# bird_sprite_flat

### Cell classes on the final placement, bird_sprite_flat

Scale bar: 20 um.
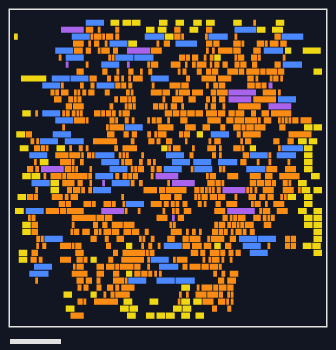

===== src/rtl/birds_pkg.sv =====
// Shared types and constants for the bird object generators feeding the birds mux.
package birds_pkg;

  typedef enum logic [2:0] {
    ST_PARKED  = 3'd0,
    ST_FLYING  = 3'd1,
    ST_HIT     = 3'd2,
    ST_FALLING = 3'd3,
    ST_DEAD    = 3'd4
  } bird_state_t;

  typedef logic [7:0] rgb332_t;

  localparam int      SPRITE_SIZE     = 32;
  localparam rgb332_t TRANSPARENT_RGB = 8'hFF;

endpackage


===== src/rtl/bird_sprite_if.sv =====
// Frame/pixel/control strobes into one bird generator and its pixel/debug outputs.
interface bird_sprite_if;
  import birds_pkg::*;

  // No valid/ready here: startOfFrame, launch and hit are single-cycle strobes
  // sampled on every clk edge; pixelX/pixelY are valid every cycle and the
  // pixel outputs answer them exactly one clk later.
  logic               startOfFrame;
  logic signed [10:0] pixelX;
  logic signed [10:0] pixelY;
  logic               launch;
  logic signed [7:0]  launchSpeedX;
  logic signed [7:0]  launchSpeedY;
  logic               hit;
  logic               birdDrawingRequest;
  rgb332_t            birdRGB;
  logic signed [10:0] topLeftX;
  logic signed [10:0] topLeftY;
  logic [2:0]         birdState;

  modport master (
    output startOfFrame, pixelX, pixelY, launch, launchSpeedX, launchSpeedY, hit,
    input  birdDrawingRequest, birdRGB, topLeftX, topLeftY, birdState
  );

  modport slave (
    input  startOfFrame, pixelX, pixelY, launch, launchSpeedX, launchSpeedY, hit,
    output birdDrawingRequest, birdRGB, topLeftX, topLeftY, birdState
  );

endinterface


===== src/rtl/bird_bitmap.sv =====
// Two 32x32 RGB332 bird frames (wings up / wings down), synchronous 1-cycle read.
module bird_bitmap
  import birds_pkg::*;
(
  input  logic        clk,
  input  logic [10:0] address,
  output rgb332_t     data
);

  logic    frame_w;
  logic [4:0] row_w;
  logic [4:0] col_w;
  rgb332_t pix_w;

  always_comb begin
    frame_w = address[10];
    row_w   = address[9:5];
    col_w   = address[4:0];
    pix_w   = TRANSPARENT_RGB;
    // Wing sits above the body in frame 0 and below it in frame 1.
    if (col_w >= 5'd10 && col_w <= 5'd17) begin
      if (!frame_w && row_w >= 5'd2 && row_w <= 5'd7) pix_w = 8'hE0;
      if (frame_w && row_w >= 5'd24 && row_w <= 5'd29) pix_w = 8'hE0;
    end
    if (col_w >= 5'd4 && col_w <= 5'd27 && row_w >= 5'd8 && row_w <= 5'd23) pix_w = 8'hFC;
    if (col_w == 5'd22 && row_w == 5'd12) pix_w = 8'h00;
  end

  always_ff @(posedge clk) begin
    data <= pix_w;
  end

endmodule


===== src/rtl/bird_sprite.sv =====
// One bird: position/physics/life-cycle FSM plus a 1-clk pixel path into the bitmap ROM.
module bird_sprite
  import birds_pkg::*;
#(
  parameter int INIT_X         = 64,
  parameter int INIT_Y         = 300,
  parameter int GROUND_Y       = 448,
  parameter int SCREEN_W       = 640,
  parameter int GRAVITY        = 1,
  parameter int MAX_FALL       = 12,
  parameter int HIT_FRAMES     = 16,
  parameter int FLAP_FRAMES    = 6,
  parameter int RESPAWN_FRAMES = 60
) (
  input logic          clk,
  input logic          reset,
  bird_sprite_if.slave bus
);

  localparam int FW = $clog2(HIT_FRAMES + 1);
  localparam int RW = $clog2(RESPAWN_FRAMES);
  localparam int AW = $clog2(FLAP_FRAMES);

  localparam logic signed [11:0] FLOOR_Y   = 12'(GROUND_Y - SPRITE_SIZE);
  localparam logic signed [11:0] RIGHT_X   = 12'(SCREEN_W);
  localparam logic signed [11:0] LEFT_X    = 12'(-SPRITE_SIZE);
  localparam logic signed [11:0] SPRITE_S  = 12'(SPRITE_SIZE);
  localparam logic signed [8:0]  GRAV_S    = 9'(GRAVITY);
  localparam logic signed [8:0]  MAX_S     = 9'(MAX_FALL);
  localparam logic [AW-1:0]      FLAP_LAST = AW'(FLAP_FRAMES - 1);
  localparam logic [RW-1:0]      RESP_LAST = RW'(RESPAWN_FRAMES - 1);

  bird_state_t        state_q, state_d;
  logic signed [10:0] x_q, x_d, y_q, y_d;
  logic signed [7:0]  sx_q, sx_d, sy_q, sy_d;
  logic [FW-1:0]      flash_q, flash_d;
  logic [RW-1:0]      resp_q, resp_d;
  logic [AW-1:0]      flap_q, flap_d;
  logic               frame_q, frame_d;
  logic               inside_q, vis_q;

  logic signed [11:0] nx_w, ny_w, off_x_w, off_y_w;
  logic signed [8:0]  sy_inc_w;
  logic signed [7:0]  sy_sat_w;
  logic               ground_w, off_screen_w, inside_w, visible_w;
  logic [10:0]        addr_w;
  rgb332_t            rom_data;

  // Candidate motion for this frame, widened so the edge tests cannot wrap.
  always_comb begin
    nx_w         = $signed({x_q[10], x_q}) + $signed({{4{sx_q[7]}}, sx_q});
    ny_w         = $signed({y_q[10], y_q}) + $signed({{4{sy_q[7]}}, sy_q});
    sy_inc_w     = $signed({sy_q[7], sy_q}) + GRAV_S;
    sy_sat_w     = (sy_inc_w > MAX_S) ? MAX_S[7:0] : sy_inc_w[7:0];
    ground_w     = ny_w >= FLOOR_Y;
    off_screen_w = (nx_w >= RIGHT_X) || (nx_w < LEFT_X);
  end

  always_comb begin
    state_d = state_q;
    x_d     = x_q;
    y_d     = y_q;
    sx_d    = sx_q;
    sy_d    = sy_q;
    flash_d = flash_q;
    resp_d  = resp_q;
    flap_d  = flap_q;
    frame_d = frame_q;
    case (state_q)
      ST_PARKED: begin
        if (bus.launch) begin
          sx_d    = bus.launchSpeedX;
          sy_d    = bus.launchSpeedY;
          state_d = ST_FLYING;
        end
      end
      ST_FLYING: begin
        if (bus.hit) begin
          state_d = ST_HIT;
          sx_d    = '0;
          sy_d    = '0;
          flash_d = FW'(HIT_FRAMES);
          flap_d  = '0;
          frame_d = 1'b0;
        end else if (bus.startOfFrame) begin
          x_d  = nx_w[10:0];
          y_d  = ny_w[10:0];
          sy_d = sy_sat_w;
          if (flap_q == FLAP_LAST) begin
            flap_d  = '0;
            frame_d = ~frame_q;
          end else begin
            flap_d = flap_q + 1'b1;
          end
          if (ground_w || off_screen_w) begin
            state_d = ST_DEAD;
            flap_d  = '0;
            frame_d = 1'b0;
          end
          if (ground_w) y_d = FLOOR_Y[10:0];
        end
      end
      ST_HIT: begin
        if (bus.startOfFrame) begin
          flash_d = flash_q - 1'b1;
          if (flash_q == FW'(1)) state_d = ST_FALLING;
        end
      end
      ST_FALLING: begin
        if (bus.startOfFrame) begin
          y_d  = ny_w[10:0];
          sy_d = sy_sat_w;
          if (ground_w) begin
            y_d     = FLOOR_Y[10:0];
            state_d = ST_DEAD;
          end
        end
      end
      ST_DEAD: begin
        if (bus.startOfFrame) begin
          if (resp_q == RESP_LAST) begin
            state_d = ST_PARKED;
            x_d     = 11'(INIT_X);
            y_d     = 11'(INIT_Y);
            sx_d    = '0;
            sy_d    = '0;
            resp_d  = '0;
          end else begin
            resp_d = resp_q + 1'b1;
          end
        end
      end
      default: state_d = ST_PARKED;
    endcase
  end

  // Pixel path: offsets against the current position feed the ROM address.
  always_comb begin
    off_x_w   = $signed({bus.pixelX[10], bus.pixelX}) - $signed({x_q[10], x_q});
    off_y_w   = $signed({bus.pixelY[10], bus.pixelY}) - $signed({y_q[10], y_q});
    inside_w  = (off_x_w >= 12'sd0) && (off_x_w < SPRITE_S) &&
                (off_y_w >= 12'sd0) && (off_y_w < SPRITE_S);
    addr_w    = {frame_q, off_y_w[4:0], off_x_w[4:0]};
    visible_w = 1'b1;
    case (state_q)
      ST_HIT:  visible_w = flash_q[1];
      ST_DEAD: visible_w = 1'b0;
      default: visible_w = 1'b1;
    endcase
  end

  always_ff @(posedge clk) begin
    if (reset) begin
      state_q  <= ST_PARKED;
      x_q      <= 11'(INIT_X);
      y_q      <= 11'(INIT_Y);
      sx_q     <= '0;
      sy_q     <= '0;
      flash_q  <= '0;
      resp_q   <= '0;
      flap_q   <= '0;
      frame_q  <= 1'b0;
      inside_q <= 1'b0;
      vis_q    <= 1'b0;
    end else begin
      state_q  <= state_d;
      x_q      <= x_d;
      y_q      <= y_d;
      sx_q     <= sx_d;
      sy_q     <= sy_d;
      flash_q  <= flash_d;
      resp_q   <= resp_d;
      flap_q   <= flap_d;
      frame_q  <= frame_d;
      inside_q <= inside_w;
      vis_q    <= visible_w;
    end
  end

  bird_bitmap u_bitmap (
    .clk     (clk),
    .address (addr_w),
    .data    (rom_data)
  );

  assign bus.birdDrawingRequest = inside_q & vis_q & (rom_data != TRANSPARENT_RGB);
  assign bus.birdRGB            = bus.birdDrawingRequest ? rom_data : TRANSPARENT_RGB;
  assign bus.topLeftX           = x_q;
  assign bus.topLeftY           = y_q;
  assign bus.birdState          = state_q;

endmodule


===== src/flat_wrapper.sv =====
// flat-port wrapper written by rule: the top's interface ports become plain ports
module bird_sprite_flat import birds_pkg::*;
#(
  parameter int INIT_X         = 64,
  parameter int INIT_Y         = 300,
  parameter int GROUND_Y       = 448,
  parameter int SCREEN_W       = 640,
  parameter int GRAVITY        = 1,
  parameter int MAX_FALL       = 12,
  parameter int HIT_FRAMES     = 16,
  parameter int FLAP_FRAMES    = 6,
  parameter int RESPAWN_FRAMES = 60
)
  (clk, reset, bus_startOfFrame, bus_pixelX, bus_pixelY, bus_launch, bus_launchSpeedX, bus_launchSpeedY, bus_hit, bus_birdDrawingRequest, bus_birdRGB, bus_topLeftX, bus_topLeftY, bus_birdState);
  bird_sprite_if bus_i ();
  input logic clk;
  input logic reset;
  input wire logic [$bits(bus_i.startOfFrame)-1:0] bus_startOfFrame;
  input wire logic [$bits(bus_i.pixelX)-1:0] bus_pixelX;
  input wire logic [$bits(bus_i.pixelY)-1:0] bus_pixelY;
  input wire logic [$bits(bus_i.launch)-1:0] bus_launch;
  input wire logic [$bits(bus_i.launchSpeedX)-1:0] bus_launchSpeedX;
  input wire logic [$bits(bus_i.launchSpeedY)-1:0] bus_launchSpeedY;
  input wire logic [$bits(bus_i.hit)-1:0] bus_hit;
  output wire logic [$bits(bus_i.birdDrawingRequest)-1:0] bus_birdDrawingRequest;
  output wire logic [$bits(bus_i.birdRGB)-1:0] bus_birdRGB;
  output wire logic [$bits(bus_i.topLeftX)-1:0] bus_topLeftX;
  output wire logic [$bits(bus_i.topLeftY)-1:0] bus_topLeftY;
  output wire logic [$bits(bus_i.birdState)-1:0] bus_birdState;
  assign bus_i.startOfFrame = bus_startOfFrame;
  assign bus_i.pixelX = bus_pixelX;
  assign bus_i.pixelY = bus_pixelY;
  assign bus_i.launch = bus_launch;
  assign bus_i.launchSpeedX = bus_launchSpeedX;
  assign bus_i.launchSpeedY = bus_launchSpeedY;
  assign bus_i.hit = bus_hit;
  assign bus_birdDrawingRequest = bus_i.birdDrawingRequest;
  assign bus_birdRGB = bus_i.birdRGB;
  assign bus_topLeftX = bus_i.topLeftX;
  assign bus_topLeftY = bus_i.topLeftY;
  assign bus_birdState = bus_i.birdState;
  bird_sprite #(.INIT_X(INIT_X), .INIT_Y(INIT_Y), .GROUND_Y(GROUND_Y), .SCREEN_W(SCREEN_W), .GRAVITY(GRAVITY), .MAX_FALL(MAX_FALL), .HIT_FRAMES(HIT_FRAMES), .FLAP_FRAMES(FLAP_FRAMES), .RESPAWN_FRAMES(RESPAWN_FRAMES)) u_core (.clk(clk), .reset(reset), .bus(bus_i));
endmodule

===== config.mk =====
export PLATFORM = sky130hd
export DESIGN_NAME = bird_sprite_flat
export DESIGN_NICKNAME = d
export VERILOG_FILES = /design/src/rtl/birds_pkg.sv /design/src/rtl/bird_sprite_if.sv /design/src/rtl/bird_bitmap.sv /design/src/rtl/bird_sprite.sv /design/src/flat_wrapper.sv
export SDC_FILE = /design/constraint.sdc
export NUM_CORES = 1
export LEC_CHECK = 0
export ABC_AREA = 0
export CORE_UTILIZATION = 35
export CTS_BUF_LIST = sky130_fd_sc_hd__clkbuf_16
export CTS_CLUSTER_SIZE = 12
export DETAILED_ROUTE_END_ITERATION = 10
export GPL_TIMING_DRIVEN = 0
export PLACE_DENSITY_LB_ADDON = 0.15
export REMOVE_ABC_BUFFERS = 1
export SKIP_CTS_REPAIR_TIMING = 1
export SLEW_MARGIN = 20
export SYNTH_ARGS = -nofsm -noshare
export SYNTH_HDL_FRONTEND = slang
export SYNTH_SLANG_ARGS = --single-unit
export TNS_END_PERCENT = 50

===== constraint.sdc =====
create_clock -name clk -period 2.6 [get_ports clk]
set_input_delay 0.26 -clock clk [delete_from_list [all_inputs] [get_ports clk]]
set_output_delay 0.26 -clock clk [all_outputs]
set_load 0.05 [all_outputs]

# tdm_demux_1to8_flat

[config.mk]
export PLATFORM = sky130hd
export DESIGN_NAME = tdm_demux_1to8_flat
export DESIGN_NICKNAME = d
export VERILOG_FILES = /design/src/rtl/tdm_demux_1to8_pkg.sv /design/src/rtl/tdm_demux_1to8_if.sv /design/src/rtl/tdm_demux_1to8_slot_counter.sv /design/src/rtl/tdm_demux_1to8.sv /design/src/flat_wrapper.sv
export SDC_FILE = /design/constraint.sdc
export NUM_CORES = 1
export LEC_CHECK = 0
export ABC_AREA = 1
export CAP_MARGIN = 20
export CORE_MARGIN = 2
export CORE_UTILIZATION = 45
export CTS_CLUSTER_DIAMETER = 50
export CTS_CLUSTER_SIZE = 30
export DETAILED_ROUTE_END_ITERATION = 16
export GPL_TIMING_DRIVEN = 1
export PLACE_DENSITY_LB_ADDON = 0.25
export RECOVER_POWER = 25
export SETUP_SLACK_MARGIN = 0.5
export SYNTH_ARGS = -nofsm -noshare
export SYNTH_HDL_FRONTEND = slang
export SYNTH_SLANG_ARGS = --single-unit
[constraint.sdc]
create_clock -name clk -period 1.7 [get_ports clk]
set_input_delay 0.34 -clock clk [delete_from_list [all_inputs] [get_ports clk]]
set_output_delay 0.34 -clock clk [all_outputs]
set_load 0.05 [all_outputs]
[src/rtl/tdm_demux_1to8_pkg.sv]
`default_nettype none
// ============================================================================
//  Module      : tdm_demux_pkg
//  Description : Shared defaults and state encoding for the 1:8 TDM
//                demultiplexer (slot count, slot counter width, FSM states).
//  Revision    : 1.0  initial release
// ============================================================================
package tdm_demux_pkg;

    localparam int TDM_SLOTS  = 8;
    localparam int TDM_SLOT_W = $clog2(TDM_SLOTS);

    // HUNT: waiting for frame_sync.  RUN: locked, collecting slots.
    typedef enum logic [0:0] {
        HUNT = 1'b0,
        RUN  = 1'b1
    } state_t;

endpackage : tdm_demux_pkg
`default_nettype wire

[src/rtl/tdm_demux_1to8_if.sv]
`default_nettype none
// ============================================================================
//  Module      : tdm_demux_1to8_if
//  Description : Serial-in / frame-out bundle of the TDM demultiplexer.
//                master : stream source and frame consumer (drives in_*,
//                         frame_sync, out_ready)
//                slave  : demultiplexer (drives out, out_valid, slot,
//                         overrun, sync_err)
//  Revision    : 1.0  initial release
// ============================================================================
interface tdm_demux_1to8_if
    import tdm_demux_pkg::*;
#(
    parameter int SLOTS  = TDM_SLOTS,
    parameter int SLOT_W = TDM_SLOT_W
);
    logic              in_bit;
    logic              in_valid;
    logic              frame_sync;
    logic [SLOTS-1:0]  out;
    logic              out_valid;
    logic              out_ready;
    logic [SLOT_W-1:0] slot;
    logic              overrun;
    logic              sync_err;

    modport master (
        output in_bit, in_valid, frame_sync, out_ready,
        input  out, out_valid, slot, overrun, sync_err
    );

    modport slave (
        input  in_bit, in_valid, frame_sync, out_ready,
        output out, out_valid, slot, overrun, sync_err
    );
endinterface : tdm_demux_1to8_if
`default_nettype wire

[src/rtl/tdm_demux_1to8_slot_counter.sv]
`default_nettype none
// ============================================================================
//  Module      : tdm_slot_counter
//  Description : Registered mod-SLOTS slot counter.
//  Ports       : clk, rst  - clock, synchronous active-high reset
//                i_inc     - advance one slot (wraps SLOTS-1 -> 0)
//                i_clr1    - restart: next slot is 1 (slot 0 just taken)
//                i_clr0    - force back to slot 0
//                o_count   - current slot index
//                o_last    - o_count == SLOTS-1
//  Revision    : 1.0  initial release
// ============================================================================
module tdm_slot_counter
    import tdm_demux_pkg::*;
#(
    parameter int SLOTS  = TDM_SLOTS,
    parameter int SLOT_W = TDM_SLOT_W
) (
    input  wire logic              clk,
    input  wire logic              rst,
    input  wire logic              i_inc,
    input  wire logic              i_clr1,
    input  wire logic              i_clr0,
    output logic      [SLOT_W-1:0] o_count,
    output logic                   o_last
);
    localparam logic [SLOT_W-1:0] c_last_slot = SLOT_W'(SLOTS - 1);

    logic [SLOT_W-1:0] r_count_q;
    logic [SLOT_W-1:0] w_count_d;

    // Clear-to-0 dominates clear-to-1, which dominates increment.
    always_comb begin
        w_count_d = r_count_q;
        if (i_clr0) begin
            w_count_d = '0;
        end else if (i_clr1) begin
            w_count_d = SLOT_W'(1);
        end else if (i_inc) begin
            w_count_d = (r_count_q == c_last_slot) ? '0 : r_count_q + SLOT_W'(1);
        end
    end

    always_ff @(posedge clk) begin
        if (rst) begin
            r_count_q <= '0;
        end else begin
            r_count_q <= w_count_d;
        end
    end

    assign o_count = r_count_q;
    assign o_last  = (r_count_q == c_last_slot);

endmodule : tdm_slot_counter
`default_nettype wire

[src/rtl/tdm_demux_1to8.sv]
`default_nettype none
// ============================================================================
//  Module      : tdm_demux_1to8
//  Description : Time-division demultiplexer. Serial bit k of a frame (slot 0
//                marked by frame_sync) lands in out[k]; completed frames are
//                held on a valid/ready output register.
//  Ports       : clk, rst      - clock, synchronous active-high reset
//                bus (slave)   - in_bit/in_valid/frame_sync stream in,
//                                out/out_valid/out_ready frame out,
//                                slot index, overrun and sync_err pulses
//  Revision    : 1.0  initial release
// ============================================================================
module tdm_demux_1to8
    import tdm_demux_pkg::*;
#(
    parameter int SLOTS  = TDM_SLOTS,
    parameter int SLOT_W = TDM_SLOT_W
) (
    input  wire logic          clk,
    input  wire logic          rst,
    tdm_demux_1to8_if.slave    bus
);
    state_t            r_state_q,     w_state_d;
    // Only slots 0..SLOTS-2 need storage; the last bit goes straight to out.
    logic [SLOTS-2:0]  r_shadow_q,    w_shadow_d;
    logic [SLOTS-1:0]  r_out_q,       w_out_d;
    logic              r_out_valid_q, w_out_valid_d;
    logic              r_overrun_q,   w_overrun_d;
    logic              r_sync_err_q,  w_sync_err_d;

    logic              w_cnt_inc;
    logic              w_cnt_clr1;
    logic              w_cnt_clr0;
    logic [SLOT_W-1:0] w_slot;
    logic              w_last;
    logic              w_complete;
    logic              w_consume;

    tdm_slot_counter #(
        .SLOTS  (SLOTS),
        .SLOT_W (SLOT_W)
    ) u_slot_counter (
        .clk     (clk),
        .rst     (rst),
        .i_inc   (w_cnt_inc),
        .i_clr1  (w_cnt_clr1),
        .i_clr0  (w_cnt_clr0),
        .o_count (w_slot),
        .o_last  (w_last)
    );

    always_comb begin
        w_state_d     = r_state_q;
        w_shadow_d    = r_shadow_q;
        w_out_d       = r_out_q;
        w_out_valid_d = r_out_valid_q;
        w_overrun_d   = 1'b0;
        w_sync_err_d  = 1'b0;
        w_cnt_inc     = 1'b0;
        w_cnt_clr1    = 1'b0;
        w_cnt_clr0    = 1'b0;
        w_complete    = 1'b0;
        w_consume     = r_out_valid_q & bus.out_ready;

        if (bus.in_valid) begin
            case (r_state_q)
                HUNT: begin
                    if (bus.frame_sync) begin
                        w_shadow_d    = '0;
                        w_shadow_d[0] = bus.in_bit;
                        w_cnt_clr1    = 1'b1;
                        w_state_d     = RUN;
                    end
                end
                RUN: begin
                    if (bus.frame_sync) begin
                        // A sync mid-frame restarts the frame on this bit.
                        w_sync_err_d  = (w_slot != '0);
                        w_shadow_d    = '0;
                        w_shadow_d[0] = bus.in_bit;
                        w_cnt_clr1    = 1'b1;
                    end else if (w_slot == '0) begin
                        // Expected a sync here: lock is lost.
                        w_sync_err_d  = 1'b1;
                        w_cnt_clr0    = 1'b1;
                        w_state_d     = HUNT;
                    end else if (w_last) begin
                        w_complete    = 1'b1;
                        w_cnt_inc     = 1'b1;
                    end else begin
                        w_shadow_d[w_slot] = bus.in_bit;
                        w_cnt_inc          = 1'b1;
                    end
                end
                default: begin
                    w_state_d = HUNT;
                end
            endcase
        end

        // A full register that is not being drained keeps its word; the
        // freshly completed frame is the one that is lost.
        if (w_complete) begin
            if (!r_out_valid_q || w_consume) begin
                w_out_d       = {bus.in_bit, r_shadow_q};
                w_out_valid_d = 1'b1;
            end else begin
                w_overrun_d   = 1'b1;
            end
        end else if (w_consume) begin
            w_out_valid_d = 1'b0;
        end
    end

    always_ff @(posedge clk) begin
        if (rst) begin
            r_state_q     <= HUNT;
            r_shadow_q    <= '0;
            r_out_q       <= '0;
            r_out_valid_q <= 1'b0;
            r_overrun_q   <= 1'b0;
            r_sync_err_q  <= 1'b0;
        end else begin
            r_state_q     <= w_state_d;
            r_shadow_q    <= w_shadow_d;
            r_out_q       <= w_out_d;
            r_out_valid_q <= w_out_valid_d;
            r_overrun_q   <= w_overrun_d;
            r_sync_err_q  <= w_sync_err_d;
        end
    end

    assign bus.out       = r_out_q;
    assign bus.out_valid = r_out_valid_q;
    assign bus.slot      = w_slot;
    assign bus.overrun   = r_overrun_q;
    assign bus.sync_err  = r_sync_err_q;

endmodule : tdm_demux_1to8
`default_nettype wire

[src/flat_wrapper.sv]
// flat-port wrapper written by rule: the top's interface ports become plain ports
module tdm_demux_1to8_flat import tdm_demux_pkg::*;
#(
    parameter int SLOTS  = TDM_SLOTS,
    parameter int SLOT_W = TDM_SLOT_W
)
  (clk, rst, bus_in_bit, bus_in_valid, bus_frame_sync, bus_out_ready, bus_out, bus_out_valid, bus_slot, bus_overrun, bus_sync_err);
  tdm_demux_1to8_if #(.SLOTS(SLOTS), .SLOT_W(SLOT_W)) bus_i ();
  input  wire logic clk;
  input  wire logic rst;
  input wire logic [$bits(bus_i.in_bit)-1:0] bus_in_bit;
  input wire logic [$bits(bus_i.in_valid)-1:0] bus_in_valid;
  input wire logic [$bits(bus_i.frame_sync)-1:0] bus_frame_sync;
  input wire logic [$bits(bus_i.out_ready)-1:0] bus_out_ready;
  output wire logic [$bits(bus_i.out)-1:0] bus_out;
  output wire logic [$bits(bus_i.out_valid)-1:0] bus_out_valid;
  output wire logic [$bits(bus_i.slot)-1:0] bus_slot;
  output wire logic [$bits(bus_i.overrun)-1:0] bus_overrun;
  output wire logic [$bits(bus_i.sync_err)-1:0] bus_sync_err;
  assign bus_i.in_bit = bus_in_bit;
  assign bus_i.in_valid = bus_in_valid;
  assign bus_i.frame_sync = bus_frame_sync;
  assign bus_i.out_ready = bus_out_ready;
  assign bus_out = bus_i.out;
  assign bus_out_valid = bus_i.out_valid;
  assign bus_slot = bus_i.slot;
  assign bus_overrun = bus_i.overrun;
  assign bus_sync_err = bus_i.sync_err;
  tdm_demux_1to8 #(.SLOTS(SLOTS), .SLOT_W(SLOT_W)) u_core (.clk(clk), .rst(rst), .bus(bus_i));
endmodule
### Selected gate families, bird_sprite_flat

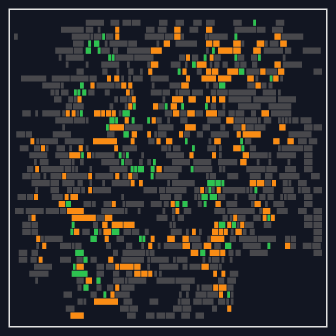
| family | color | cells | most used |
|---|---|---|---|
| aoi and oai cells | orange | 170 | a21oi_1 |
| nand cells | green | 81 | nand2_1 |

Notes on 'Cell classes on the final placement' of bird_sprite_flat above:
| class | color | cells | share of their area |
|---|---|---|---|
| sequential cells | blue | 61 | 19% |
| combinational and other logic | orange | 586 | 63% |
| remaining buffers and delay cells | yellow | 88 | 13% |
| clock drivers and dummy loads | purple | 16 | 4.6% |
sequential portion of the cell area: 0.1837
post-route cell area: 6819 um^2
Core Util, Final: 0.4838
# rows: 43

==> results.sh, bird_sprite_flat <==
# source this file to load flow results
export IMPL_violations="setup timing"
export IMPL_nFillCells=1387
export IMPL_min_path_cells=2
export IMPL_dieArea_um2=15200
export IMPL_setup_violations=13
export IMPL_cts_sinks=61
export IMPL_min_delay_start="reset"
export IMPL_startpoint_type="register"
export IMPL_placed_area_um2=6032
export IMPL_final_setup_tns_ns=-0.5895
export IMPL_critPathKind="reg -> reg"
export IMPL_ys_cells=674
export IMPL_status="finished with violations"
export IMPL_clkCellAreaFrac=0.04477
export IMPL_die_h_um=123.3
export IMPL_reg2reg_slack_ns=-0.09
export IMPL_cts_tree="built"
export IMPL_port_buffers=76
export IMPL_cts_root_buf="clkbuf_16"
export IMPL_relSlewSlack=0.4275
export IMPL_buf_share=0.1292
export IMPL_async_reset_ff_frac=0
export IMPL_setup_ws_ns=-0.08798
export IMPL_synth_top_area_share=0.2371
export IMPL_final_cell_mix="nor2_1, clkdlybuf4s50_1, inv_1, nand2_1, a21oi_1"
export IMPL_worstRegToRegCells=12
export IMPL_clock_latency_ns=0.34
export IMPL_diodes=0
### Placement view, tdm_demux_1to8_flat

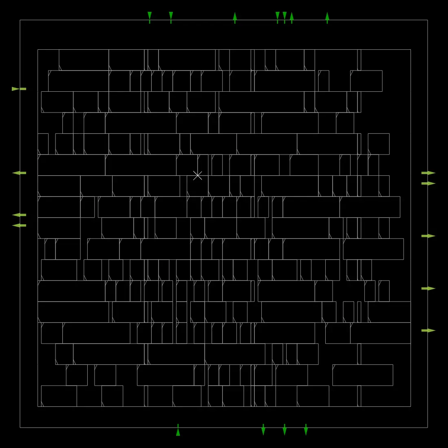
sequential portion of the cell area: 0.2679
num tapcells: 28
FFs & Latches: 22
Finished Layout Cells: 223
Core Util, Final: 0.7759

==> results.sh, tdm_demux_1to8_flat <==
# source this file to load flow results
export IMPL_cts_hold_buf=0
export IMPL_final_setup_tns_ns=0
export IMPL_nFillCells=156
export IMPL_min_path_cells=2
export IMPL_crit_path_end="u_core.bus.out[7]"
export IMPL_comb_cells=109
export IMPL_post_cts_resized=34
export IMPL_dr_wl_met2_um=1714
export IMPL_violations="DRC"
export IMPL_fin_nets=207
export IMPL_vias_per_cell=5.179
export IMPL_final_area_um2=1733
export IMPL_peakVddDrop_mv=0.4916
export IMPL_cts_tree="built"
export IMPL_min_delay_start="u_core.r_shadow_q[4]"
export IMPL_simple_gate_share=0.3458
export IMPL_wire_per_inst_um=14.02
export IMPL_status="finished with violations"
export IMPL_worstRegToRegCells=10
export IMPL_mux_area_frac=0
export IMPL_crit_required_ns=1.93
export IMPL_synth_net_count=161
export IMPL_endpoint_kind="register"
export IMPL_num_clock_buffers=3
export IMPL_non_clock_inverter_count=18
export IMPL_met2_usage=0.4021
export IMPL_cts_sinks=22
export IMPL_combPwrFrac=0.172
export IMPL_buf_share=0.2079
export IMPL_cts_root_buf="clkbuf_4"
export IMPL_drc=2
export IMPL_final_cell_mix="nor2_1, nand2_1, buf_4, nand3_1, dfxtp_2"

# f_alu_issue_flat

===== src/rtl/f_alu_issue_if.sv =====
// Request/response and ALU-side bundle for the FP ALU issue sequencer.
// master: the CPU/ALU environment; slave: the sequencer itself.
interface f_alu_issue_if;
    logic        in_valid;
    logic        in_ready;
    logic [31:0] in_instr;
    logic [31:0] in_op1;
    logic [31:0] in_op2;
    logic [31:0] in_op3;
    logic [31:0] alu_data1;
    logic [31:0] alu_data2;
    logic [31:0] alu_data3;
    logic [5:0]  alu_select;
    logic [31:0] alu_result;
    logic        out_valid;
    logic        out_ready;
    logic [31:0] out_result;
    logic        out_illegal;

    modport master (
        output in_valid, in_instr, in_op1, in_op2, in_op3, out_ready, alu_result,
        input  in_ready, out_valid, out_result, out_illegal,
               alu_data1, alu_data2, alu_data3, alu_select
    );

    modport slave (
        input  in_valid, in_instr, in_op1, in_op2, in_op3, out_ready, alu_result,
        output in_ready, out_valid, out_result, out_illegal,
               alu_data1, alu_data2, alu_data3, alu_select
    );
endinterface


===== src/rtl/f_alu_issue.sv =====
// Single-precision FP ALU sequencer: decodes an RV32F instruction into the
// ALU select code, holds operands for the operation's latency, captures the
// ALU result and returns it with an illegal-op flag over valid/ready.
module f_alu_issue #(
    parameter int LAT_BASIC = 1,
    parameter int LAT_DIV   = 16,
    parameter int LAT_SQRT  = 16,
    parameter int LAT_FMA   = 2
) (
    input  logic          clk,
    input  logic          reset,
    f_alu_issue_if.slave  bus
);

    localparam logic [5:0] SEL_FADD   = 6'b000000;
    localparam logic [5:0] SEL_FSUB   = 6'b000001;
    localparam logic [5:0] SEL_FMUL   = 6'b000010;
    localparam logic [5:0] SEL_FDIV   = 6'b000011;
    localparam logic [5:0] SEL_FSQRT  = 6'b000100;
    localparam logic [5:0] SEL_FMIN   = 6'b000101;
    localparam logic [5:0] SEL_FMAX   = 6'b000110;
    localparam logic [5:0] SEL_FMADD  = 6'b001000;
    localparam logic [5:0] SEL_FMSUB  = 6'b001001;
    localparam logic [5:0] SEL_FNMADD = 6'b001010;
    localparam logic [5:0] SEL_FNMSUB = 6'b001011;
    localparam logic [5:0] SEL_NONE   = 6'b111111;

    typedef enum logic [1:0] {
        IDLE = 2'd0,
        EXEC = 2'd1,
        DONE = 2'd2
    } state_t;

    // Counter preload is latency-1; a latency of 0 behaves like 1.
    function automatic logic [4:0] lat_load(input int lat);
        logic [4:0] v;
        if (lat <= 1) begin
            v = 5'd0;
        end else begin
            v = 5'(lat - 1);
        end
        return v;
    endfunction

    localparam logic [4:0] LOAD_BASIC = lat_load(LAT_BASIC);
    localparam logic [4:0] LOAD_DIV   = lat_load(LAT_DIV);
    localparam logic [4:0] LOAD_SQRT  = lat_load(LAT_SQRT);
    localparam logic [4:0] LOAD_FMA   = lat_load(LAT_FMA);

    // Returns {legal, select}; the rounding-mode field only matters for FMIN/FMAX
    // where funct3 distinguishes the two operations.
    function automatic logic [6:0] decode(input logic [31:0] instr);
        logic [6:0] opcode;
        logic [4:0] funct5;
        logic [1:0] fmt;
        logic [2:0] funct3;
        logic [4:0] rs2;
        logic [6:0] dec;
        opcode = instr[6:0];
        funct5 = instr[31:27];
        fmt    = instr[26:25];
        funct3 = instr[14:12];
        rs2    = instr[24:20];
        dec    = {1'b0, SEL_NONE};
        case (opcode)
            7'b1010011: begin
                if (fmt == 2'b00) begin
                    case (funct5)
                        5'b00000: dec = {1'b1, SEL_FADD};
                        5'b00001: dec = {1'b1, SEL_FSUB};
                        5'b00010: dec = {1'b1, SEL_FMUL};
                        5'b00011: dec = {1'b1, SEL_FDIV};
                        5'b01011: begin
                            if (rs2 == 5'd0) begin
                                dec = {1'b1, SEL_FSQRT};
                            end else begin
                                dec = {1'b0, SEL_NONE};
                            end
                        end
                        5'b00101: begin
                            case (funct3)
                                3'b000:  dec = {1'b1, SEL_FMIN};
                                3'b001:  dec = {1'b1, SEL_FMAX};
                                default: dec = {1'b0, SEL_NONE};
                            endcase
                        end
                        default: dec = {1'b0, SEL_NONE};
                    endcase
                end else begin
                    dec = {1'b0, SEL_NONE};
                end
            end
            7'b1000011: dec = (fmt == 2'b00) ? {1'b1, SEL_FMADD}  : {1'b0, SEL_NONE};
            7'b1000111: dec = (fmt == 2'b00) ? {1'b1, SEL_FMSUB}  : {1'b0, SEL_NONE};
            7'b1001111: dec = (fmt == 2'b00) ? {1'b1, SEL_FNMADD} : {1'b0, SEL_NONE};
            7'b1001011: dec = (fmt == 2'b00) ? {1'b1, SEL_FNMSUB} : {1'b0, SEL_NONE};
            default:    dec = {1'b0, SEL_NONE};
        endcase
        return dec;
    endfunction

    // Counter preload for a decoded select code.
    function automatic logic [4:0] load_for(input logic [5:0] code);
        logic [4:0] v;
        case (code)
            SEL_FDIV:   v = LOAD_DIV;
            SEL_FSQRT:  v = LOAD_SQRT;
            SEL_FMADD,
            SEL_FMSUB,
            SEL_FNMADD,
            SEL_FNMSUB: v = LOAD_FMA;
            default:    v = LOAD_BASIC;
        endcase
        return v;
    endfunction

    state_t      state_r, state_s;
    logic [4:0]  cnt_r, cnt_s;
    logic [5:0]  code_r, code_s;
    logic [5:0]  sel_r, sel_s;
    logic [31:0] data1_r, data1_s;
    logic [31:0] data2_r, data2_s;
    logic [31:0] data3_r, data3_s;
    logic [31:0] result_r, result_s;
    logic        illegal_r, illegal_s;
    logic        in_ready_r, in_ready_s;
    logic        out_valid_r, out_valid_s;
    logic [6:0]  dec_s;

    assign dec_s = decode(bus.in_instr);

    // Next-state and next-output logic; the select register is armed on entry
    // to EXEC and dropped back to SEL_NONE on the final EXEC cycle.
    always_comb begin
        state_s     = state_r;
        cnt_s       = cnt_r;
        code_s      = code_r;
        sel_s       = SEL_NONE;
        data1_s     = data1_r;
        data2_s     = data2_r;
        data3_s     = data3_r;
        result_s    = result_r;
        illegal_s   = illegal_r;
        case (state_r)
            IDLE: begin
                if (bus.in_valid) begin
                    data1_s = bus.in_op1;
                    data2_s = bus.in_op2;
                    data3_s = bus.in_op3;
                    if (dec_s[6]) begin
                        state_s = EXEC;
                        code_s  = dec_s[5:0];
                        sel_s   = dec_s[5:0];
                        cnt_s   = load_for(dec_s[5:0]);
                    end else begin
                        state_s   = DONE;
                        result_s  = 32'd0;
                        illegal_s = 1'b1;
                    end
                end else begin
                    state_s = IDLE;
                end
            end
            EXEC: begin
                if (cnt_r == 5'd0) begin
                    result_s  = bus.alu_result;
                    illegal_s = 1'b0;
                    state_s   = DONE;
                    sel_s     = SEL_NONE;
                end else begin
                    cnt_s = cnt_r - 5'd1;
                    sel_s = code_r;
                end
            end
            DONE: begin
                if (bus.out_ready) begin
                    state_s = IDLE;
                end else begin
                    state_s = DONE;
                end
            end
            default: begin
                state_s = IDLE;
                cnt_s   = 5'd0;
            end
        endcase
        in_ready_s  = (state_s == IDLE);
        out_valid_s = (state_s == DONE);
    end

    // State and output registers with synchronous reset; reset drops any op in flight.
    always_ff @(posedge clk) begin
        if (reset) begin
            state_r     <= IDLE;
            cnt_r       <= 5'd0;
            code_r      <= SEL_NONE;
            sel_r       <= SEL_NONE;
            data1_r     <= 32'd0;
            data2_r     <= 32'd0;
            data3_r     <= 32'd0;
            result_r    <= 32'd0;
            illegal_r   <= 1'b0;
            in_ready_r  <= 1'b1;
            out_valid_r <= 1'b0;
        end else begin
            state_r     <= state_s;
            cnt_r       <= cnt_s;
            code_r      <= code_s;
            sel_r       <= sel_s;
            data1_r     <= data1_s;
            data2_r     <= data2_s;
            data3_r     <= data3_s;
            result_r    <= result_s;
            illegal_r   <= illegal_s;
            in_ready_r  <= in_ready_s;
            out_valid_r <= out_valid_s;
        end
    end

    assign bus.in_ready    = in_ready_r;
    assign bus.out_valid   = out_valid_r;
    assign bus.out_result  = result_r;
    assign bus.out_illegal = illegal_r;
    assign bus.alu_select  = sel_r;
    assign bus.alu_data1   = data1_r;
    assign bus.alu_data2   = data2_r;
    assign bus.alu_data3   = data3_r;

endmodule


===== src/flat_wrapper.sv =====
// flat-port wrapper written by rule: the top's interface ports become plain ports
module f_alu_issue_flat 
#(
    parameter int LAT_BASIC = 1,
    parameter int LAT_DIV   = 16,
    parameter int LAT_SQRT  = 16,
    parameter int LAT_FMA   = 2
)
  (clk, reset, bus_in_valid, bus_in_instr, bus_in_op1, bus_in_op2, bus_in_op3, bus_out_ready, bus_alu_result, bus_in_ready, bus_out_valid, bus_out_result, bus_out_illegal, bus_alu_data1, bus_alu_data2, bus_alu_data3, bus_alu_select);
  f_alu_issue_if bus_i ();
  input  logic clk;
  input  logic reset;
  input wire logic [$bits(bus_i.in_valid)-1:0] bus_in_valid;
  input wire logic [$bits(bus_i.in_instr)-1:0] bus_in_instr;
  input wire logic [$bits(bus_i.in_op1)-1:0] bus_in_op1;
  input wire logic [$bits(bus_i.in_op2)-1:0] bus_in_op2;
  input wire logic [$bits(bus_i.in_op3)-1:0] bus_in_op3;
  input wire logic [$bits(bus_i.out_ready)-1:0] bus_out_ready;
  input wire logic [$bits(bus_i.alu_result)-1:0] bus_alu_result;
  output wire logic [$bits(bus_i.in_ready)-1:0] bus_in_ready;
  output wire logic [$bits(bus_i.out_valid)-1:0] bus_out_valid;
  output wire logic [$bits(bus_i.out_result)-1:0] bus_out_result;
  output wire logic [$bits(bus_i.out_illegal)-1:0] bus_out_illegal;
  output wire logic [$bits(bus_i.alu_data1)-1:0] bus_alu_data1;
  output wire logic [$bits(bus_i.alu_data2)-1:0] bus_alu_data2;
  output wire logic [$bits(bus_i.alu_data3)-1:0] bus_alu_data3;
  output wire logic [$bits(bus_i.alu_select)-1:0] bus_alu_select;
  assign bus_i.in_valid = bus_in_valid;
  assign bus_i.in_instr = bus_in_instr;
  assign bus_i.in_op1 = bus_in_op1;
  assign bus_i.in_op2 = bus_in_op2;
  assign bus_i.in_op3 = bus_in_op3;
  assign bus_i.out_ready = bus_out_ready;
  assign bus_i.alu_result = bus_alu_result;
  assign bus_in_ready = bus_i.in_ready;
  assign bus_out_valid = bus_i.out_valid;
  assign bus_out_result = bus_i.out_result;
  assign bus_out_illegal = bus_i.out_illegal;
  assign bus_alu_data1 = bus_i.alu_data1;
  assign bus_alu_data2 = bus_i.alu_data2;
  assign bus_alu_data3 = bus_i.alu_data3;
  assign bus_alu_select = bus_i.alu_select;
  f_alu_issue #(.LAT_BASIC(LAT_BASIC), .LAT_DIV(LAT_DIV), .LAT_SQRT(LAT_SQRT), .LAT_FMA(LAT_FMA)) u_core (.clk(clk), .reset(reset), .bus(bus_i));
endmodule

===== config.mk =====
export PLATFORM = sky130hd
export DESIGN_NAME = f_alu_issue_flat
export DESIGN_NICKNAME = d
export VERILOG_FILES = /design/src/rtl/f_alu_issue_if.sv /design/src/rtl/f_alu_issue.sv /design/src/flat_wrapper.sv
export SDC_FILE = /design/constraint.sdc
export NUM_CORES = 1
export LEC_CHECK = 0
export CORE_MARGIN = 2
export CORE_UTILIZATION = 39
export DETAILED_ROUTE_END_ITERATION = 10
export PLACE_DENSITY_LB_ADDON = 0.05
export SYNTH_ARGS = -nofsm -noshare
export SYNTH_HDL_FRONTEND = slang
export SYNTH_SLANG_ARGS = --single-unit

===== constraint.sdc =====
create_clock -name clk -period 3.9 [get_ports clk]
set_clock_uncertainty 0.05 [all_clocks]
set_input_delay 0.975 -clock clk [delete_from_list [all_inputs] [get_ports clk]]
set_output_delay 0.975 -clock clk [all_outputs]
set_load 0.02 [all_outputs]

# uart_tx

<file path="src/rtl/uart_tx.sv">
// UART transmitter: one byte per valid/ready handshake, sent as an 8N1 frame LSB first.
// Define UART_TX_PARITY_EN to insert an even-parity bit between the data bits and the stop bit.
`timescale 1ns/1ps

module uart_tx #(
    parameter int CLKS_PER_BIT = 10416,
    parameter int CNT_W        = 16
) (
    input  logic       clk,
    input  logic       rst,
    input  logic [7:0] tx_data,
    input  logic       tx_valid,
    output logic       tx_ready,
    output logic       txd,
    output logic       tx_busy,
    output logic       tx_done
);

    // Handshake: a byte moves when tx_valid and tx_ready are both high at a posedge;
    // tx_ready is high only in IDLE, and tx_valid outside IDLE is ignored, never queued.

    typedef enum logic [2:0] {
        S_IDLE   = 3'd0,
        S_START  = 3'd1,
        S_DATA   = 3'd2,
        S_STOP   = 3'd3
`ifdef UART_TX_PARITY_EN
        ,
        S_PARITY = 3'd4
`endif
    } state_t;

    localparam logic [CNT_W-1:0] LAST_CNT = CNT_W'(CLKS_PER_BIT - 1);

    state_t           state;
    logic [7:0]       shift_reg;
    logic [CNT_W-1:0] cnt;
    logic [2:0]       bit_idx;
    logic             bit_end;
`ifdef UART_TX_PARITY_EN
    logic             parity_bit;
`endif

    assign bit_end  = (cnt == LAST_CNT);
    assign tx_ready = (state == S_IDLE);

    always_ff @(posedge clk) begin
        if (!rst) begin
            state     <= S_IDLE;
            txd       <= 1'b1;
            tx_busy   <= 1'b0;
            tx_done   <= 1'b0;
            shift_reg <= 8'h00;
            cnt       <= '0;
            bit_idx   <= 3'd0;
`ifdef UART_TX_PARITY_EN
            parity_bit <= 1'b0;
`endif
        end else begin
            tx_done <= 1'b0;
            case (state)
                S_IDLE: begin
                    txd <= 1'b1;
                    if (tx_valid) begin
                        shift_reg <= tx_data;
                        cnt       <= '0;
                        bit_idx   <= 3'd0;
                        txd       <= 1'b0;
                        tx_busy   <= 1'b1;
                        state     <= S_START;
`ifdef UART_TX_PARITY_EN
                        parity_bit <= ^tx_data;
`endif
                    end
                end
                S_START: begin
                    if (bit_end) begin
                        cnt   <= '0;
                        txd   <= shift_reg[0];
                        state <= S_DATA;
                    end else begin
                        cnt <= cnt + CNT_W'(1);
                    end
                end
                S_DATA: begin
                    if (bit_end) begin
                        cnt       <= '0;
                        shift_reg <= shift_reg >> 1;
                        bit_idx   <= bit_idx + 3'd1;
                        if (bit_idx == 3'd7) begin
`ifdef UART_TX_PARITY_EN
                            txd   <= parity_bit;
                            state <= S_PARITY;
`else
                            txd   <= 1'b1;
                            state <= S_STOP;
`endif
                        end else begin
                            // txd is registered, so drive the bit that becomes bit 0 after this shift
                            txd <= shift_reg[1];
                        end
                    end else begin
                        cnt <= cnt + CNT_W'(1);
                    end
                end
`ifdef UART_TX_PARITY_EN
                S_PARITY: begin
                    if (bit_end) begin
                        cnt   <= '0;
                        txd   <= 1'b1;
                        state <= S_STOP;
                    end else begin
                        cnt <= cnt + CNT_W'(1);
                    end
                end
`endif
                S_STOP: begin
                    if (bit_end) begin
                        cnt     <= '0;
                        txd     <= 1'b1;
                        tx_busy <= 1'b0;
                        tx_done <= 1'b1;
                        state   <= S_IDLE;
                    end else begin
                        cnt <= cnt + CNT_W'(1);
                    end
                end
                default: begin
                    state   <= S_IDLE;
                    txd     <= 1'b1;
                    tx_busy <= 1'b0;
                    cnt     <= '0;
                    bit_idx <= 3'd0;
                end
            endcase
        end
    end

endmodule

</file>
<file path="config.mk">
export PLATFORM = sky130hd
export DESIGN_NAME = uart_tx
export DESIGN_NICKNAME = d
export VERILOG_FILES = /design/src/rtl/uart_tx.sv
export SDC_FILE = /design/constraint.sdc
export NUM_CORES = 1
export LEC_CHECK = 0
export CAP_MARGIN = 20
export CORE_UTILIZATION = 24
export CTS_CLUSTER_DIAMETER = 40
export DETAILED_ROUTE_END_ITERATION = 8
export HOLD_SLACK_MARGIN = 0.1
export PLACE_DENSITY_LB_ADDON = 0.05
export SETUP_SLACK_MARGIN = 0.5
export SLEW_MARGIN = 20
export SYNTH_ARGS = -nofsm -noshare
export SYNTH_HDL_FRONTEND = slang
export SYNTH_SLANG_ARGS = --single-unit
</file>
<file path="constraint.sdc">
create_clock -name clk -period 1.7 [get_ports clk]
set_input_delay 0.17 -clock clk [delete_from_list [all_inputs] [get_ports clk]]
set_output_delay 0.17 -clock clk [all_outputs]
set_load 0.1 [all_outputs]
</file>
### Signal wires on met2, uart_tx

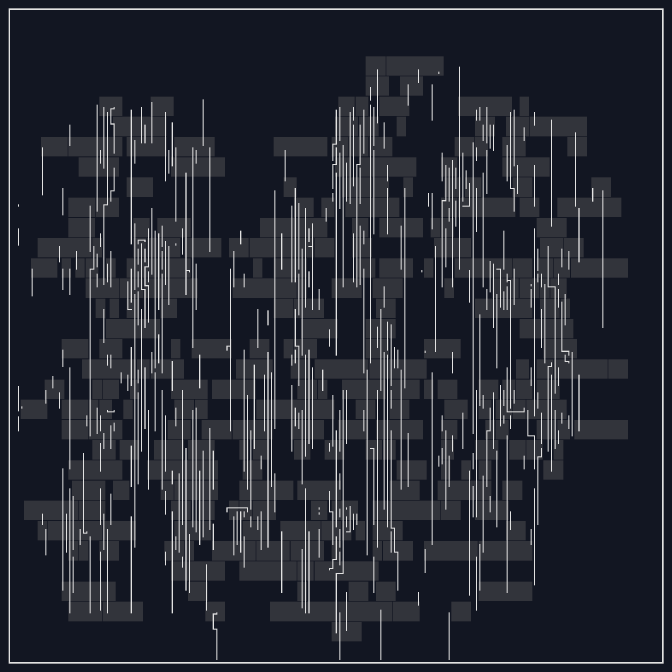
nets with wire on the layer: 260
wire length on this layer: 2660 um
longest straight run: 39.1 um
Via Count: 1806
grt met2 use: 0.2565
total wire length: 5331 um

==> results.sh, uart_tx <==
# source this file to load flow results
export IMPL_status="completed"
export IMPL_post_route_period_util=0.9798
export IMPL_fp_util=0.2542
export IMPL_ys_area_um2=1765
export IMPL_grt_pass1_wl_um=8921
export IMPL_hold_end="shift_reg[5]"
export IMPL_cts_sinks=32
export IMPL_p_seq_frac=0.276
export IMPL_synthTopCellsByArea="dfxtp_1, a21oi_1, ha_1"
export IMPL_ys_flop_type="dfxtp_1"
export IMPL_power_density_nw_per_um2=1218
export IMPL_p_leak_nw=1.118
export IMPL_comb_area_um2=1370
export IMPL_drt_initial_drc_count=93
export IMPL_reg2reg_from="cnt[0]"
export IMPL_grt_max_degree=17
export IMPL_final_cells=372
export IMPL_antenna_left=0
export IMPL_postCtsSetupBuffers=19
export IMPL_synth_warnings=0
### Clock network drawn from the DEF, f_alu_issue_flat

Scale bar: 20 um.
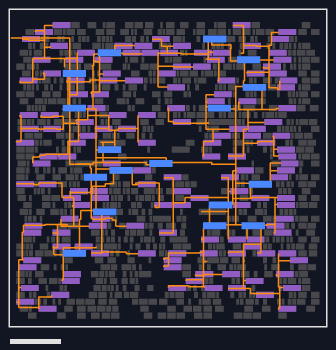
[flip-flops] purple | count: 148
[clock wires] orange | length: 1790 um
[clock drivers] blue | count: 17
flops lie: all over the die
clock share of power: 0.450
clk latency late pin: 0.41 ns
P_clk: 1.79 mW

==> results.sh, f_alu_issue_flat <==
# source this file to load flow results
export IMPL_mux_area_frac=0.003549
export IMPL_setup_ws_ns=0.6396
export IMPL_drive_above_1_share=0.05477
export IMPL_areaGrowthSynthToFinish_pct=63.69
export IMPL_diodes=0
export IMPL_power_leader="clock"
export IMPL_synth_net_count=872
export IMPL_ys_types=50
export IMPL_slew_violations=0
export IMPL_fin_nets=1138
export IMPL_met3_usage=0.07603
export IMPL_core_rowCount=43
export IMPL_antenna_found_initial=0
export IMPL_flop_count=148
export IMPL_status="completed"
export IMPL_vias=5746
export IMPL_crit_required_ns=4.18
export IMPL_setup_violations=0
export IMPL_p_comb_mw=0.566
export IMPL_arrival_ns=3.54
export IMPL_worstRegToRegCells=6
export IMPL_final_setup_tns_ns=0
export IMPL_p_sw_mw=0.9130
export IMPL_synth_top_area_share=0.5253
export IMPL_fp_util=0.4032
export IMPL_xor_share=0
export IMPL_hold_violations=0
export IMPL_p_sw_frac=0.2303
export IMPL_holdWs_ns=0.3895
export IMPL_dpl_cell_count=1134
export IMPL_wl_met3_um=1409
export IMPL_grt_pass1_vias=5685
export IMPL_drt_pass1_iter_count=6
export IMPL_grt_max_degree=98
export IMPL_path_depth=7
export IMPL_synthAoiAreaFrac=0.1950
export IMPL_grt_pass1_wl_um=28480
export IMPL_drc=0
export IMPL_grt_use_met1=0.2561
export IMPL_cts_sinks=148
export IMPL_power_density_nw_per_um2=429.4
export IMPL_ys_cells=707

# instruction_feeder

File: src/rtl/processor_pkg.sv
// Types and constants shared by the Processor, the simulation harness and the instruction feeder.
package processor_pkg;

    localparam int WORD_WIDTH = 32;

    typedef enum logic [1:0] {
        NO_OP   = 2'b00,
        EXECUTE = 2'b01,
        RESET   = 2'b11
    } operation_t;

    // True when the operation hands a fresh word to the Processor.
    function automatic logic op_issues(input operation_t op);
        return op == EXECUTE;
    endfunction

endpackage

File: src/rtl/instruction_fifo.sv
// Circular instruction queue with push, pop and flush. The head word is read combinationally
// so the feeder can register it straight onto its output.
module instruction_fifo #(
    parameter int DEPTH = 16,
    parameter int WIDTH = 32,
    localparam int AW   = $clog2(DEPTH),
    localparam int CW   = AW + 1
) (
    input  logic             clk,
    input  logic             reset,
    input  logic             push,
    input  logic [WIDTH-1:0] wdata,
    input  logic             pop,
    input  logic             flush,
    output logic [WIDTH-1:0] head,
    output logic [CW-1:0]    count,
    output logic             empty,
    output logic             full
);

    logic [WIDTH-1:0] mem [DEPTH];
    logic [AW-1:0]    wptr;
    logic [AW-1:0]    rptr;

    // Storage carries no reset; only entries behind a valid count are ever read.
    always_ff @(posedge clk) begin
        if (push && !flush)
            mem[wptr] <= wdata;
    end

    always_ff @(posedge clk or posedge reset) begin
        if (reset) begin
            wptr  <= '0;
            rptr  <= '0;
            count <= '0;
        end else if (flush) begin
            wptr  <= '0;
            rptr  <= '0;
            count <= '0;
        end else begin
            if (push)
                wptr <= wptr + 1'b1;
            if (pop)
                rptr <= rptr + 1'b1;
            case ({push, pop})
                2'b10:   count <= count + 1'b1;
                2'b01:   count <= count - 1'b1;
                default: count <= count;
            endcase
        end
    end

    assign head  = mem[rptr];
    assign empty = (count == '0);
    assign full  = (count == CW'(DEPTH));

endmodule

File: src/rtl/instruction_feeder.sv
// Buffers host instruction words and issues one per cycle to the Processor, sequencing its RESET.
// Optional FEEDER_STALL_EN adds a stall input that holds issue while still accepting pushes.
module instruction_feeder
    import processor_pkg::*;
#(
    parameter int DEPTH        = 16,
    parameter int WIDTH        = WORD_WIDTH,
    parameter int RESET_CYCLES = 1,
    localparam int CW          = $clog2(DEPTH) + 1
) (
    input  logic             clk,
    input  logic             reset,
    input  logic             pushValid,
    input  logic [WIDTH-1:0] pushInstruction,
    output logic             pushReady,
    input  logic             resetRequest,
`ifdef FEEDER_STALL_EN
    input  logic             stall,
`endif
    output operation_t       operation,
    output logic [WIDTH-1:0] nextInstruction,
    output logic [CW-1:0]    count,
    output logic             empty,
    output logic             full
);

    typedef logic [0:0] feeder_state_t;
    localparam feeder_state_t RST_PROC = 1'b0;
    localparam feeder_state_t RUN      = 1'b1;

    localparam int RCW = (RESET_CYCLES > 1) ? $clog2(RESET_CYCLES) : 1;

    feeder_state_t    state;
    logic [RCW-1:0]   rst_cnt;
    logic             halt;
    logic             push;
    logic             pop;
    logic             rst_done;
    logic [WIDTH-1:0] head;

`ifdef FEEDER_STALL_EN
    assign halt = stall;
`else
    assign halt = 1'b0;
`endif

    assign pushReady = (state == RUN) && !full;
    // A reset request wins over any coincident push or pop.
    assign push      = pushValid && pushReady && !resetRequest;
    assign pop       = (state == RUN) && !empty && !halt && !resetRequest;
    assign rst_done  = (rst_cnt == RCW'(RESET_CYCLES - 1));

    instruction_fifo #(
        .DEPTH (DEPTH),
        .WIDTH (WIDTH)
    ) u_fifo (
        .clk   (clk),
        .reset (reset),
        .push  (push),
        .wdata (pushInstruction),
        .pop   (pop),
        .flush (resetRequest),
        .head  (head),
        .count (count),
        .empty (empty),
        .full  (full)
    );

    always_ff @(posedge clk or posedge reset) begin
        if (reset) begin
            state           <= RST_PROC;
            rst_cnt         <= '0;
            operation       <= RESET;
            nextInstruction <= '0;
        end else if (resetRequest) begin
            state           <= RST_PROC;
            rst_cnt         <= '0;
            operation       <= RESET;
            nextInstruction <= '0;
        end else if (state == RST_PROC) begin
            nextInstruction <= '0;
            if (rst_done) begin
                state     <= RUN;
                operation <= NO_OP;
            end else begin
                rst_cnt   <= rst_cnt + 1'b1;
                operation <= RESET;
            end
        end else if (pop) begin
            operation       <= EXECUTE;
            nextInstruction <= head;
        end else begin
            // EXECUTE would re-run a held word, so idle cycles must be NO_OP.
            operation       <= NO_OP;
            nextInstruction <= '0;
        end
    end

endmodule

File: config.mk
export PLATFORM = sky130hd
export DESIGN_NAME = instruction_feeder
export DESIGN_NICKNAME = d
export VERILOG_FILES = /design/src/rtl/processor_pkg.sv /design/src/rtl/instruction_fifo.sv /design/src/rtl/instruction_feeder.sv
export SDC_FILE = /design/constraint.sdc
export NUM_CORES = 1
export LEC_CHECK = 0
export CAP_MARGIN = 20
export CORE_MARGIN = 3
export CORE_UTILIZATION = 50
export CTS_CLUSTER_DIAMETER = 80
export CTS_CLUSTER_SIZE = 16
export DETAILED_ROUTE_END_ITERATION = 10
export PLACE_DENSITY = 0.67
export SLEW_MARGIN = 30
export SYNTH_ARGS = -nofsm -noshare
export SYNTH_HDL_FRONTEND = slang
export SYNTH_HIERARCHICAL = 1
export SYNTH_SLANG_ARGS = --single-unit
File: constraint.sdc
create_clock -name clk -period 9.6 [get_ports clk]
set_clock_uncertainty 0.1 [all_clocks]
set_input_delay 1.92 -clock clk [delete_from_list [all_inputs] [get_ports clk]]
set_output_delay 1.92 -clock clk [all_outputs]
set_load 0.005 [all_outputs]
### Selected gate families, instruction_feeder

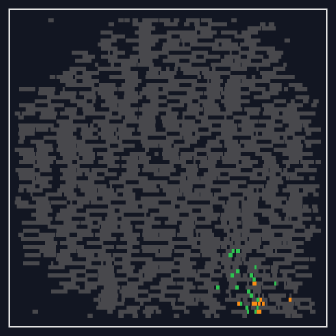
| family | color | cells | where |
|---|---|---|---|
| aoi and oai cells | orange | 9 | south-east |
| nand cells | green | 19 | south-east |

### Clock network drawn from the DEF, instruction_feeder

Scale bar: 50 um.
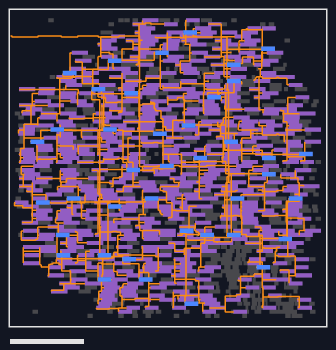
[clock drivers] blue | count: 40
[clock wires] orange | length: 5860 um
[flip-flops] purple | count: 560
routed clock nets: 41

==> results.sh <==
# source this file to load flow results
export IMPL_final_area_um2=24080
export IMPL_mux_area_frac=0.1713
export IMPL_drive_above_1_share=0.2569
export IMPL_powerClk_mw=1.57
export IMPL_core_rowCount=74
export IMPL_grt_use_met1=0.2726
export IMPL_endpoint_kind="register"
export IMPL_dieArea_um2=45060
export IMPL_p_seq_frac=0.568
export IMPL_cts_made_buffers=40
export IMPL_n_tap_cell=532
export IMPL_ys_flop_type="edfxtp_1"
export IMPL_core_um2=41390
export IMPL_hold_violations=0
export IMPL_seq_cell_power_mw=2.73
export IMPL_hold_end="operation[0]"
export IMPL_holdWs_ns=0.4932
export IMPL_simple_gate_share=0.02399
export IMPL_crit_family="buffers and inverters"
export IMPL_highest_layer="met4"
export IMPL_clk_pin_slew_ns=0.07
export IMPL_pre_cts_ws_ns=4.221
export IMPL_top_usage_layer="met2"
export IMPL_drt_initial_drc_count=766
export IMPL_clock_latency_ns=0.55
export IMPL_edf_count=512
export IMPL_slew_violations=0
export IMPL_flop_count=560
export IMPL_dr_wl_met2_um=20440
export IMPL_wl_met3_um=1708
export IMPL_worstReg2RegEnd="u_fifo/count[4]"
export IMPL_status="completed"
export IMPL_met2_usage=0.3058
export IMPL_placed_area_um2=22910
export IMPL_largest_class="flip-flops and latches"
export IMPL_critPathKind="in -> reg"
export IMPL_worstRegToRegCells=12
export IMPL_syn_area_um2=21280
export IMPL_post_cts_resized=0
export IMPL_p_comb_mw=0.516
export IMPL_die_h_um=212.3
export IMPL_areaGrowthSynthToFinish_pct=13.16
export IMPL_final_cell_mix="edfxtp_1, mux4_2, clkdlybuf4s50_1, dfrtp_1, clkbuf_16"
### Cell classes on the final placement, instruction_feeder

Scale bar: 50 um.
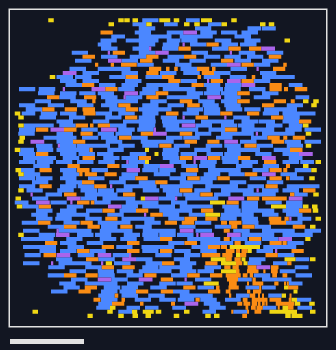
| class | color | cells | share of their area |
|---|---|---|---|
| sequential cells | blue | 560 | 71% |
| remaining buffers and delay cells | yellow | 99 | 4.8% |
| combinational and other logic | orange | 289 | 19% |
| clock drivers and dummy loads | purple | 72 | 4.9% |



==> gallery <==
Cell classes on the final placement.
Scale bar: 20 um.
(a)
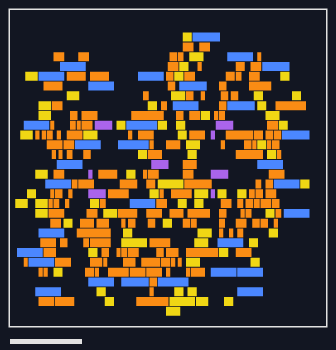
(b)
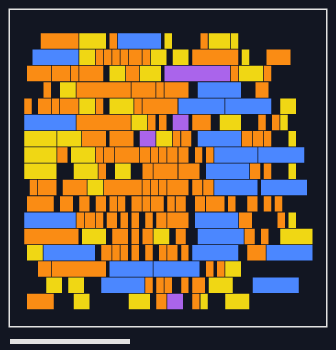
(c)
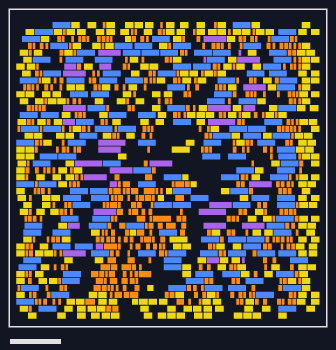
(b) -> tdm_demux_1to8_flat
(a) -> uart_tx
(c) -> f_alu_issue_flat

Power figures rest on the tool's default switching activity, not on a simulated workload.
